# ---- block 1 ----
$ cat src/rtl/alu_arb_pkg.sv
`default_nettype none
// ============================================================================
// Module      : alu_arb_pkg
// Description : Shared FSM state codes and default widths for alu_arbiter.
// Revision    : 1.0  initial release
// ============================================================================
package alu_arb_pkg;

    localparam int DEFAULT_WIDTH = 8;
    localparam int DEFAULT_OPW   = 4;

    localparam logic [1:0] ST_IDLE = 2'd0;
    localparam logic [1:0] ST_EXEC = 2'd1;
    localparam logic [1:0] ST_RESP = 2'd2;

endpackage
`default_nettype wire

$ cat src/rtl/alu_arbiter_rr_picker.sv
`default_nettype none
// ============================================================================
// Module      : rr_picker
// Description : Combinational grant picker; round-robin from last+1, or a plain
//               lowest-index priority encoder when ALU_ARB_FIXED_PRIO_EN is set.
// Revision    : 1.0  initial release
// ============================================================================
module rr_picker #(
    parameter int NREQ = 2,
    parameter int IDXW = 1
) (
    input  logic [NREQ-1:0] req,
`ifndef ALU_ARB_FIXED_PRIO_EN
    input  logic [IDXW-1:0] last,
`endif
    output logic [NREQ-1:0] gnt,
    output logic [IDXW-1:0] idx
);

    always_comb begin
        logic [IDXW-1:0] w_k;
        idx = '0;
        w_k = '0;
`ifdef ALU_ARB_FIXED_PRIO_EN
        // Descending scan so the lowest set index is written last and wins.
        for (int i = NREQ - 1; i >= 0; i--) begin
            w_k = IDXW'(i);
            if (req[w_k]) idx = w_k;
        end
`else
        // Descending distance from last so the nearest requester after last wins.
        for (int i = NREQ; i >= 1; i--) begin
            w_k = IDXW'((int'(last) + i) % NREQ);
            if (req[w_k]) idx = w_k;
        end
`endif
        gnt = (|req) ? ({{(NREQ-1){1'b0}}, 1'b1} << idx) : '0;
    end

endmodule
`default_nettype wire

$ cat src/rtl/alu_arbiter.sv
`default_nettype none
// ============================================================================
// Module      : alu_arbiter
// Description : Shares one combinational ALU among NREQ requesters with
//               valid/ready requests and held responses. Build macro:
//               ALU_ARB_FIXED_PRIO_EN selects fixed lowest-index priority.
// Revision    : 1.0  initial release
// ============================================================================
module alu_arbiter
    import alu_arb_pkg::*;
#(
    parameter int WIDTH = DEFAULT_WIDTH,
    parameter int OPW   = DEFAULT_OPW,
    parameter int NREQ  = 2
) (
    input  logic                 clk_i,
    input  logic                 rst_i,
    input  logic [NREQ-1:0]      req_valid_i,
    output logic [NREQ-1:0]      req_ready_o,
    input  logic [NREQ*WIDTH-1:0] req_a_i,
    input  logic [NREQ*WIDTH-1:0] req_b_i,
    input  logic [NREQ*OPW-1:0]  req_op_i,
    output logic [NREQ-1:0]      rsp_valid_o,
    input  logic [NREQ-1:0]      rsp_ready_i,
    output logic [WIDTH-1:0]     rsp_r_o,
    output logic [WIDTH-1:0]     alu_a_o,
    output logic [WIDTH-1:0]     alu_b_o,
    output logic [OPW-1:0]       alu_op_o,
    input  logic [WIDTH-1:0]     alu_r_i,
    output logic                 busy_o
);

    localparam int IDXW = (NREQ > 1) ? $clog2(NREQ) : 1;

    logic [1:0]       r_state;
    logic [1:0]       w_state_nxt;
    logic [IDXW-1:0]  r_gnt;
    logic [WIDTH-1:0] r_a;
    logic [WIDTH-1:0] r_b;
    logic [OPW-1:0]   r_op;
    logic [WIDTH-1:0] r_res;
    logic [NREQ-1:0]  w_gnt_vec;
    logic [IDXW-1:0]  w_idx;
    logic             w_accept;

    assign w_accept = (r_state == ST_IDLE) && (|req_valid_i);

`ifdef ALU_ARB_FIXED_PRIO_EN
    rr_picker #(.NREQ(NREQ), .IDXW(IDXW)) u_picker (
        .req (req_valid_i),
        .gnt (w_gnt_vec),
        .idx (w_idx)
    );
`else
    logic [IDXW-1:0] r_last;

    always_ff @(posedge clk_i) begin
        if (rst_i) begin
            r_last <= IDXW'(NREQ - 1);
        end else if (w_accept) begin
            r_last <= w_idx;
        end
    end

    rr_picker #(.NREQ(NREQ), .IDXW(IDXW)) u_picker (
        .req  (req_valid_i),
        .last (r_last),
        .gnt  (w_gnt_vec),
        .idx  (w_idx)
    );
`endif

    always_ff @(posedge clk_i) begin
        if (rst_i) begin
            r_state <= ST_IDLE;
        end else begin
            r_state <= w_state_nxt;
        end
    end

    always_comb begin
        w_state_nxt = r_state;
        case (r_state)
            ST_IDLE: if (|req_valid_i) w_state_nxt = ST_EXEC;
            ST_EXEC: w_state_nxt = ST_RESP;
            ST_RESP: if (rsp_ready_i[r_gnt]) w_state_nxt = ST_IDLE;
            default: w_state_nxt = ST_IDLE;
        endcase
    end

    always_ff @(posedge clk_i) begin
        if (rst_i) begin
            r_gnt <= '0;
            r_a   <= '0;
            r_b   <= '0;
            r_op  <= '0;
            r_res <= '0;
        end else begin
            if (w_accept) begin
                r_gnt <= w_idx;
                r_a   <= req_a_i[w_idx*WIDTH +: WIDTH];
                r_b   <= req_b_i[w_idx*WIDTH +: WIDTH];
                r_op  <= req_op_i[w_idx*OPW +: OPW];
            end
            if (r_state == ST_EXEC) r_res <= alu_r_i;
        end
    end

    // Ready is masked during reset so no requester sees a handshake that reset discards.
    always_comb begin
        req_ready_o = '0;
        rsp_valid_o = '0;
        busy_o      = 1'b0;
        case (r_state)
            ST_IDLE: req_ready_o = rst_i ? '0 : w_gnt_vec;
            ST_EXEC: busy_o = 1'b1;
            ST_RESP: begin
                busy_o      = 1'b1;
                rsp_valid_o = {{(NREQ-1){1'b0}}, 1'b1} << r_gnt;
            end
            default: ;
        endcase
    end

    assign rsp_r_o  = r_res;
    assign alu_a_o  = r_a;
    assign alu_b_o  = r_b;
    assign alu_op_o = r_op;

endmodule
`default_nettype wire

$ cat config.mk
export PLATFORM = sky130hd
export DESIGN_NAME = alu_arbiter
export DESIGN_NICKNAME = d
export VERILOG_FILES = /design/src/rtl/alu_arb_pkg.sv /design/src/rtl/alu_arbiter_rr_picker.sv /design/src/rtl/alu_arbiter.sv
export SDC_FILE = /design/constraint.sdc
export NUM_CORES = 1
export LEC_CHECK = 0
export ABC_AREA = 1
export CORE_MARGIN = 3
export CORE_UTILIZATION = 41
export DETAILED_ROUTE_END_ITERATION = 7
export HOLD_SLACK_MARGIN = 0.03
export PLACE_DENSITY = 0.86
export SLEW_MARGIN = 20
export SYNTH_ARGS = -nofsm -noshare
export SYNTH_HDL_FRONTEND = slang
export SYNTH_SLANG_ARGS = --single-unit
export TNS_END_PERCENT = 5
$ cat constraint.sdc
create_clock -name clk_i -period 2.25 [get_ports clk_i]
set_clock_uncertainty 0.1 [all_clocks]
set_input_delay 0.3375 -clock clk_i [delete_from_list [all_inputs] [get_ports clk_i]]
set_output_delay 0.3375 -clock clk_i [all_outputs]
set_load 0.02 [all_outputs]
# ---- block 2 ----
**config.mk**
```make
export PLATFORM = sky130hd
export DESIGN_NAME = dmem_arbiter
export DESIGN_NICKNAME = d
export VERILOG_FILES = /design/src/rtl/dmem_arbiter.sv
export SDC_FILE = /design/constraint.sdc
export NUM_CORES = 1
export LEC_CHECK = 0
export ABC_AREA = 0
export CELL_PAD_IN_SITES_DETAIL_PLACEMENT = 0
export CELL_PAD_IN_SITES_GLOBAL_PLACEMENT = 1
export CORE_MARGIN = 1
export CORE_UTILIZATION = 10
export DETAILED_ROUTE_END_ITERATION = 10
export PLACE_DENSITY_LB_ADDON = 0.1
export SLEW_MARGIN = 20
export SYNTH_ARGS = -nofsm -noshare
export SYNTH_HDL_FRONTEND = slang
export SYNTH_SLANG_ARGS = --single-unit
```
**constraint.sdc**
```tcl
create_clock -name clock -period 2.6 [get_ports clock]
set_clock_uncertainty 0.1 [all_clocks]
set_input_delay 0.52 -clock clock [delete_from_list [all_inputs] [get_ports clock]]
set_output_delay 0.52 -clock clock [all_outputs]
set_load 0.03 [all_outputs]
```
**src/rtl/dmem_arbiter.sv**
```systemverilog
// dmem_arbiter: shares a single-port registered data memory between the
// pipeline MEM stage (CPU port) and an external loader/debug port (EXT port).
//
// CPU normally wins. EXT gets the cycle when the CPU is idle, or when EXT
// has already waited STARVE_LIMIT consecutive cycles behind the CPU. In that
// case the CPU is stalled for that one cycle. Each issued read is tagged so
// that the memory data returned one cycle later goes to the right requester.
//
// Ports:
//   clock, reset                 clock, synchronous active-low reset
//   cpu_req/we/size/addr/wdata   CPU access request (size 00 B, 01 H, 10 W)
//   cpu_stall                    CPU access not accepted this cycle
//   cpu_rvalid/cpu_rdata         CPU load response, one cycle after grant
//   ext_valid/we/addr/wdata      EXT word request, held until ext_ready
//   ext_ready                    EXT request accepted this cycle
//   ext_rvalid/ext_rdata         EXT load response, one cycle after grant
//   mem_addr/wdata/we/re/size    memory request, driven by the winner
//   mem_rdata                    memory read data, one cycle after mem_re
module dmem_arbiter #(
  parameter int STARVE_LIMIT = 4,
  parameter int ADDR_W       = 32
) (
  input  logic              clock,
  input  logic              reset,
  input  logic              cpu_req,
  input  logic              cpu_we,
  input  logic [1:0]        cpu_size,
  input  logic [ADDR_W-1:0] cpu_addr,
  input  logic [31:0]       cpu_wdata,
  output logic              cpu_stall,
  output logic              cpu_rvalid,
  output logic [31:0]       cpu_rdata,
  input  logic              ext_valid,
  output logic              ext_ready,
  input  logic              ext_we,
  input  logic [ADDR_W-1:0] ext_addr,
  input  logic [31:0]       ext_wdata,
  output logic              ext_rvalid,
  output logic [31:0]       ext_rdata,
  output logic [ADDR_W-1:0] mem_addr,
  output logic [31:0]       mem_wdata,
  output logic              mem_we,
  output logic              mem_re,
  output logic [1:0]        mem_size,
  input  logic [31:0]       mem_rdata
);

  localparam logic [3:0] LIMIT = 4'(STARVE_LIMIT);

  logic [3:0] starve_cnt;
  logic       rd_cpu;
  logic       rd_ext;
  logic       grant_ext;
  logic       grant_cpu;

  // Grants are masked while reset is held so no access reaches memory and
  // no read gets tagged during the reset cycle.
  always_comb begin
    grant_ext = reset & ext_valid & (~cpu_req | (starve_cnt >= LIMIT));
    grant_cpu = reset & cpu_req & ~grant_ext;
  end

  always_comb begin
    mem_addr  = '0;
    mem_wdata = '0;
    mem_we    = 1'b0;
    mem_re    = 1'b0;
    mem_size  = 2'b00;
    if (grant_ext) begin
      mem_addr  = ext_addr;
      mem_wdata = ext_wdata;
      mem_we    = ext_we;
      mem_re    = ~ext_we;
      mem_size  = 2'b10;
    end else if (grant_cpu) begin
      mem_addr  = cpu_addr;
      mem_wdata = cpu_wdata;
      mem_we    = cpu_we;
      mem_re    = ~cpu_we;
      mem_size  = cpu_size;
    end
  end

  // cpu_stall is masked during reset; the pipeline is not running anyway.
  // Responses are masked too so a read in flight when reset arrives is
  // dropped rather than delivered.
  always_comb begin
    ext_ready  = grant_ext;
    cpu_stall  = reset & cpu_req & ~grant_cpu;
    cpu_rvalid = reset & rd_cpu;
    ext_rvalid = reset & rd_ext;
    cpu_rdata  = cpu_rvalid ? mem_rdata : 32'h0;
    ext_rdata  = ext_rvalid ? mem_rdata : 32'h0;
  end

  // Request stage -> response stage: read tags and the starvation counter.
  always_ff @(posedge clock) begin
    if (!reset) begin
      starve_cnt <= 4'd0;
      rd_cpu     <= 1'b0;
      rd_ext     <= 1'b0;
    end else begin
      rd_cpu <= grant_cpu & ~cpu_we;
      rd_ext <= grant_ext & ~ext_we;
      if (grant_ext || !ext_valid)
        starve_cnt <= 4'd0;
      else if (cpu_req && starve_cnt != 4'd15)
        starve_cnt <= starve_cnt + 4'd1;
    end
  end

endmodule

```
# ---- block 3 ----
==> src/rtl/if_stage_prefetch.sv <==
// Prefetching instruction-fetch stage: pipelined imem requests under a credit limit,
// a {pc, instr} prefetch FIFO toward decode, and redirect flushing of stale responses.
module if_stage_prefetch #(
    parameter int unsigned     XLEN       = 32,
    parameter int unsigned     FIFO_DEPTH = 4,
    parameter logic [XLEN-1:0] RESET_PC   = 32'h0000_0000,
    parameter int unsigned     PC_STEP    = 4
) (
    input  logic            clk,
    input  logic            reset,
    input  logic            PCSrc,
    input  logic [XLEN-1:0] PC_Branch,
    input  logic            ID_ready,
    output logic            imem_req,
    output logic [XLEN-1:0] imem_addr,
    input  logic            imem_rvalid,
    input  logic [XLEN-1:0] imem_rdata,
    output logic            IF_valid,
    output logic [XLEN-1:0] PC_IF,
    output logic [XLEN-1:0] INSTRUCTION_IF
);
    localparam int unsigned PTR_W  = $clog2(FIFO_DEPTH);
    localparam int unsigned CNT_W  = $clog2(FIFO_DEPTH) + 1;
    localparam int unsigned SUM_W  = CNT_W + 1;
    // Stale responses can outnumber the FIFO after back-to-back redirects.
    localparam int unsigned DISC_W = CNT_W + 3;

    localparam logic [SUM_W-1:0] DEPTH_S = SUM_W'(FIFO_DEPTH);
    localparam logic [XLEN-1:0]  STEP    = XLEN'(PC_STEP);

    logic [XLEN-1:0]   fetch_pc;
    logic [XLEN-1:0]   fifo_pc  [FIFO_DEPTH];
    logic [XLEN-1:0]   fifo_ins [FIFO_DEPTH];
    logic [PTR_W-1:0]  head;
    logic [PTR_W-1:0]  tail;
    logic [CNT_W-1:0]  count;
    logic [XLEN-1:0]   pq_pc    [FIFO_DEPTH];
    logic [PTR_W-1:0]  pq_head;
    logic [PTR_W-1:0]  pq_tail;
    logic [CNT_W-1:0]  live;
    logic [DISC_W-1:0] discard;

    logic has_head;
    logic resp_any;
    logic resp_drop;
    logic resp_keep;
    logic issue;
    logic pop;

    always_comb begin
        has_head       = (count != '0);
        resp_any       = imem_rvalid && ((live != '0) || (discard != '0));
        resp_drop      = imem_rvalid && (discard != '0);
        resp_keep      = resp_any && !resp_drop;
        issue          = reset && !PCSrc && (({1'b0, count} + {1'b0, live}) < DEPTH_S);
        IF_valid       = has_head && !PCSrc;
        pop            = IF_valid && ID_ready;
        imem_req       = issue;
        imem_addr      = fetch_pc;
        PC_IF          = has_head ? fifo_pc[head]  : '0;
        INSTRUCTION_IF = has_head ? fifo_ins[head] : '0;
    end

    // The pc queue holds live requests only: dropped responses need no address,
    // so a redirect just clears it while discard tracks what is still in flight.
    always_ff @(posedge clk) begin
        if (!reset) begin
            fetch_pc <= RESET_PC;
            head     <= '0;
            tail     <= '0;
            count    <= '0;
            pq_head  <= '0;
            pq_tail  <= '0;
            live     <= '0;
            discard  <= '0;
        end else if (PCSrc) begin
            fetch_pc <= PC_Branch;
            head     <= '0;
            tail     <= '0;
            count    <= '0;
            pq_head  <= '0;
            pq_tail  <= '0;
            live     <= '0;
            discard  <= discard + DISC_W'(live) - DISC_W'(resp_any);
        end else begin
            if (issue) begin
                fetch_pc <= fetch_pc + STEP;
                pq_tail  <= pq_tail + 1'b1;
            end
            if (resp_keep) begin
                pq_head <= pq_head + 1'b1;
                tail    <= tail + 1'b1;
            end
            if (pop) begin
                head <= head + 1'b1;
            end
            if (resp_drop) begin
                discard <= discard - 1'b1;
            end
            live  <= live + CNT_W'(issue) - CNT_W'(resp_keep);
            count <= count + CNT_W'(resp_keep) - CNT_W'(pop);
        end
    end

    always_ff @(posedge clk) begin
        if (issue) begin
            pq_pc[pq_tail] <= fetch_pc;
        end
        if (reset && !PCSrc && resp_keep) begin
            fifo_pc[tail]  <= pq_pc[pq_head];
            fifo_ins[tail] <= imem_rdata;
        end
    end

endmodule

==> config.mk <==
export PLATFORM = sky130hd
export DESIGN_NAME = if_stage_prefetch
export DESIGN_NICKNAME = d
export VERILOG_FILES = /design/src/rtl/if_stage_prefetch.sv
export SDC_FILE = /design/constraint.sdc
export NUM_CORES = 1
export LEC_CHECK = 0
export CORE_MARGIN = 2
export CORE_UTILIZATION = 50
export DETAILED_ROUTE_END_ITERATION = 6
export GPL_TIMING_DRIVEN = 1
export PLACE_DENSITY = 0.74
export RECOVER_POWER = 100
export SYNTH_ARGS = -nofsm -noshare
export SYNTH_HDL_FRONTEND = slang
export SYNTH_SLANG_ARGS = --single-unit
==> constraint.sdc <==
create_clock -name clk -period 3.4 [get_ports clk]
set_clock_uncertainty 0.2 [all_clocks]
set_input_delay 0.68 -clock clk [delete_from_list [all_inputs] [get_ports clk]]
set_output_delay 0.68 -clock clk [all_outputs]
set_load 0.005 [all_outputs]
==> block_1/clock_wires.png <==
Scale: 8 px per um.
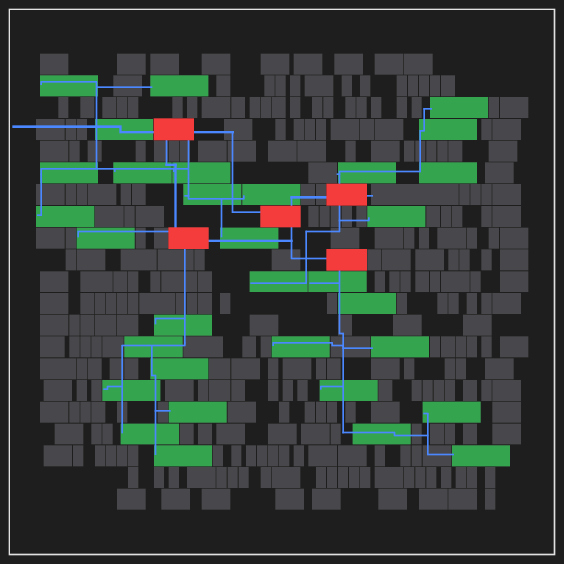
blue -> clock wires  # length 352 um
red -> clock-net drivers  # count 5
green -> flip-flops  # count 32
routed clock nets = 6

==> metrics.yaml, block 1 <==
status: "complete, no violations"
nonClockInverterCount: 31
grt_busiest_layer: "met2"
ys_cells: 247
arrival_ns: 1.67
grt_overflow: 0
logic_area_um2: 737
mux_area_share_pct: 0
setup_viol: 0
grt_start_max_net_pins: 41
ys_seq_share_pct: 40.7
preCtsSetupSlack_ns: 0.0105
ys_seq_elements: 32
whs_path_depth: 2
dr.pass1.iters: 4
whs_endpoint: "r_last$_SDFFE_PP1P_"
setup_tns_ns: 0
r2r_cells: 8
antenna_found_initial: 0
grt_pass1_wl_mm: 6.53
timing.rr.end: "alu_b_o[2]$_SDFFE_PP0P_"
final_core_util_pct: 73.2
cp_slowest_stage_delay_ns: 0.61
final_antenna_net_count: 0
worstSetupEndpointType: "output pin"
avgSynthCellArea_um2: 6.37
ys_warn_count: 0
synthSimpleGateAreaFrac_pct: 33.8
crit_buf_inv: 3
p_int_mw: 1.57
relSlewSlack_pct: 75.1
cts_resized: 1
syn_to_final_growth_pct: 63.8
crit_end: "rsp_valid_o[0]"
post_cts_buffers: 0
critical_path_class: "reg -> out"
met3_length_um: 308
clockBufferCount: 7
gp_congestion: 0.667
yosys.cell_types.count: 16
p_total_mw: 2.40
num_vias: 1695
yosys_area_um2: 1570
cpMostUsedCell: "inv_1"
async_flop_share_pct: 0
timing.hold.ws_ns: 0.399
fillers: 292
synth.most_common_cell: "nor2_1"
xor_share_pct: 0
topCombFamilyByArea: "simple AND/OR/NAND/NOR gates"
pwr-share-clk_pct: 24.5
fin_ws_ns: 0.144
syn_inst: 247
postCtsHoldBufs: 0
seqPwrFrac_pct: 32.7
p_sw_mw: 0.823
hold_path_class: "reg -> reg"
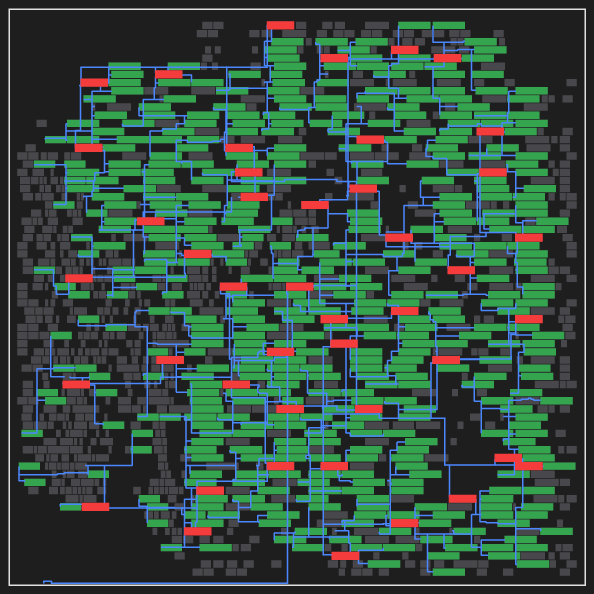
(block_3/clock_wires.png)
Scale: 3 px per um.
red -> clock-net drivers  # count 44
blue -> clock wires  # length 4,730 um
green -> flip-flops  # count 440
flops lie = widely spread

==> metrics.yaml, block 3 <==
required_ns: 2.52
use_met3_pct: 3.60
cts_resized: 0
seq_area_um2: 12700
p_clk_mw: 4.61
leakage_nw: 7.00
timing.rr.end: "pq_pc[2][31]$_DFFE_PP_"
hold_path_class: "reg -> reg"
switching_share_pct: 21.0
grt_start_max_net_pins: 67
nWellTaps: 455
grtUsageMet1_pct: 27.3
met1_length_mm: 15.4
p_per_area_nw_per_um2: 534
maxCapViolations: 0
nets: 1289
seqPwrFrac_pct: 53.0
mostFrequentLayoutCells: "edfxtp_1, mux4_2, clkdlybuf4s50_1"
crit_cells: 5
top_area_share_pct: 65.6
die_w_um: 191
grt_pass1_vias: 9564
crit_slowest_cell: "dlygate4sd3_1"
setup_viol: 0
num_vias: 9412
track_usage_pct: 20.0
comb_share_pct: 21.5
power-top-group: "registers"
cp_top_family: "buffers and inverters"
gp_congestion: 0.843
dpl-instance-area_um2: 20200
crit_path_cell_trace: "buf_12 -> buf_4 -> mux4_2 -> nor2b_1 -> dlygate4sd3_1"
top_cells_by_area: "edfxtp_1, mux4_2, dfxtp_1, nor2b_1, ha_1"
status: "complete, no violations"
rsz0062_at_grt: "false"
edf_count: 384
hold_viol: 0
tool_warnings: 33
routed.top_layer: "met4"
crit_end: "PC_IF[20]"
preCtsSetupSlack_ns: 0.237
pg_comb_mw: 0.766
avgSynthCellArea_um2: 18.0
pg_seq_mw: 6.07
reg.largest.list: "fifo_ins x128, fifo_pc x128, pq_pc x128"
first_iter_violations: 735
topCombFamilyByArea: "multiplexers"
fin_ws_ns: 0.0875
drc_errors: 0
clk_latency_ns: 0.54
dominant_cells: "flip-flops and latches"
==> block_2/pinout.png <==
Scale: 2 px per um. Pins as bars across the die edge, other pins in grey.
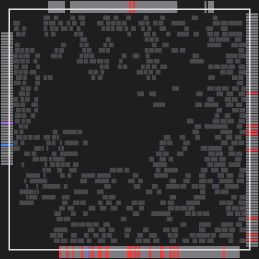
purple -> mem_we  # pins 1, direction output, edge west
red -> cpu_addr  # pins 32, direction input, edge 22 south, 8 east, 2 north
blue -> cpu_size  # pins 2, direction input, edge 1 south, 1 west
all pins by edge = 98 south, 86 east, 71 north, 49 west

==> block_2/clock_nets.png <==
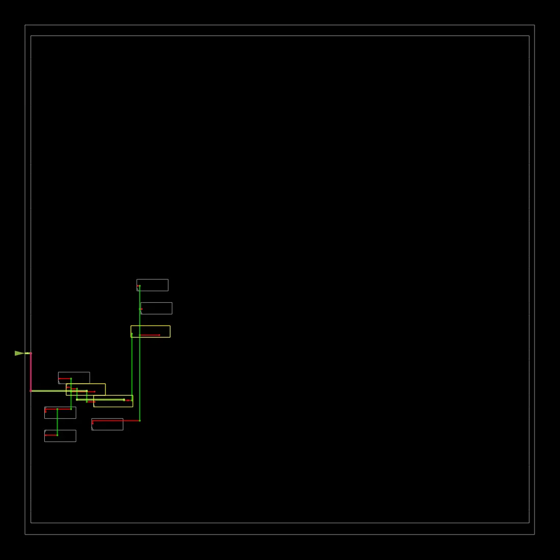
TritonCTS Buffers: 3
CTS Sinks: 6

==> metrics.yaml, block 2 <==
num_vias: 2795
logic_area_um2: 1190
nets: 659
whs_path_depth: 1
fa_ha_area_share_pct: 0.907
met1_length_mm: 4.21
grt_pass1_vias: 2815
seq_share_pct: 2.48
reg2reg_slack_ns: 1.40
grt_overflow: 0
cts_resized: 31
fin_ws_ns: 0.0533
clk_latency_ns: 0.23
arrival_ns: 1.93
p_per_area_nw_per_um2: 247
largest_reg_flops: 4
nonClockInverterCount: 3
comb_share_pct: 24.6
grtUsageMet1_pct: 15.9
synth_area_um2: 1380
leakage_nw: 2.42
path_max_fanout: 12
clockBufferCount: 3
ir_worst_vdd_mv: 0.436
pg_seq_mw: 0.0961
drc_errors: 0
status: "complete, no violations"
dr.pass1.iters: 4
fin_area_um2: 4850
power-top-group: "combinational logic"
flop_cell: "dfxtp_1"
timing.hold.ws_ns: 0.318
grt_start_max_net_pins: 67
edf_count: 0
top_register: "starve_cnt"
reg.largest.list: "starve_cnt x4, rd_cpu x1, rd_ext x1"
yosys_area_um2: 1380
fp_nets: 358
gp_congestion: 0.805
clkTransAtPathRegs_ns: 0.03
p_int_mw: 0.772
crit_buf_inv: 5
pwr-share-clk_pct: 21.0
cts_root_buffer: "clkbuf_16"
nonClockBufferCount: 323
initial_core_util_pct: 10.3
ys_cells: 189
diodes: 0
seq_area_um2: 120
critPathLaunchType: "input pin"
p_clk_mw: 0.251
clkCellAreaFrac_pct: 1.55
mostFrequentLayoutCells: "clkdlybuf4s50_1, buf_4, and3_1"
worstSetupEndpointType: "output pin"
p_sw_mw: 0.425
flop-count: 6
coreArea_um2: 13300
synth.most_common_cell: "and3_1"
grt_pass1_wl_mm: 17.1
port_buffers: 303


==> layout pictures side by side <==
The metal 2 layer.
Plate I
Scale: 2 px per um.
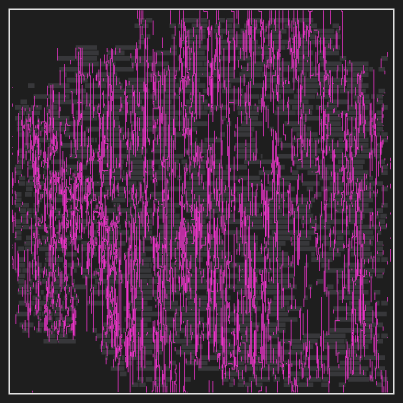
Plate II
Scale: 3 px per um.
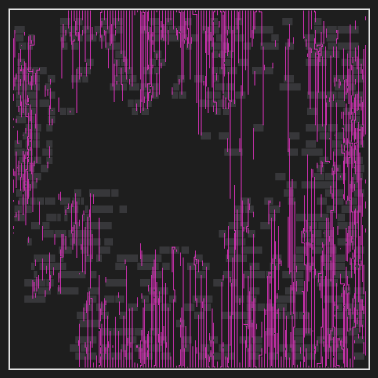
Plate III
Scale: 6 px per um.
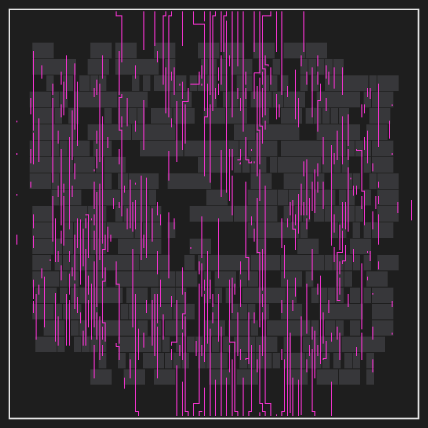
Of these, largest die: Plate I
- block 2 = Plate II
- block 1 = Plate III
- block 3 = Plate I

Key to Plate III:
share of all routed wire = 49%
main direction = vertical
longest straight run = 36.2 um
wire length on this layer = 2,030 um
nets with wire on the layer = 274

Power is estimated from default activity; no workload was simulated.
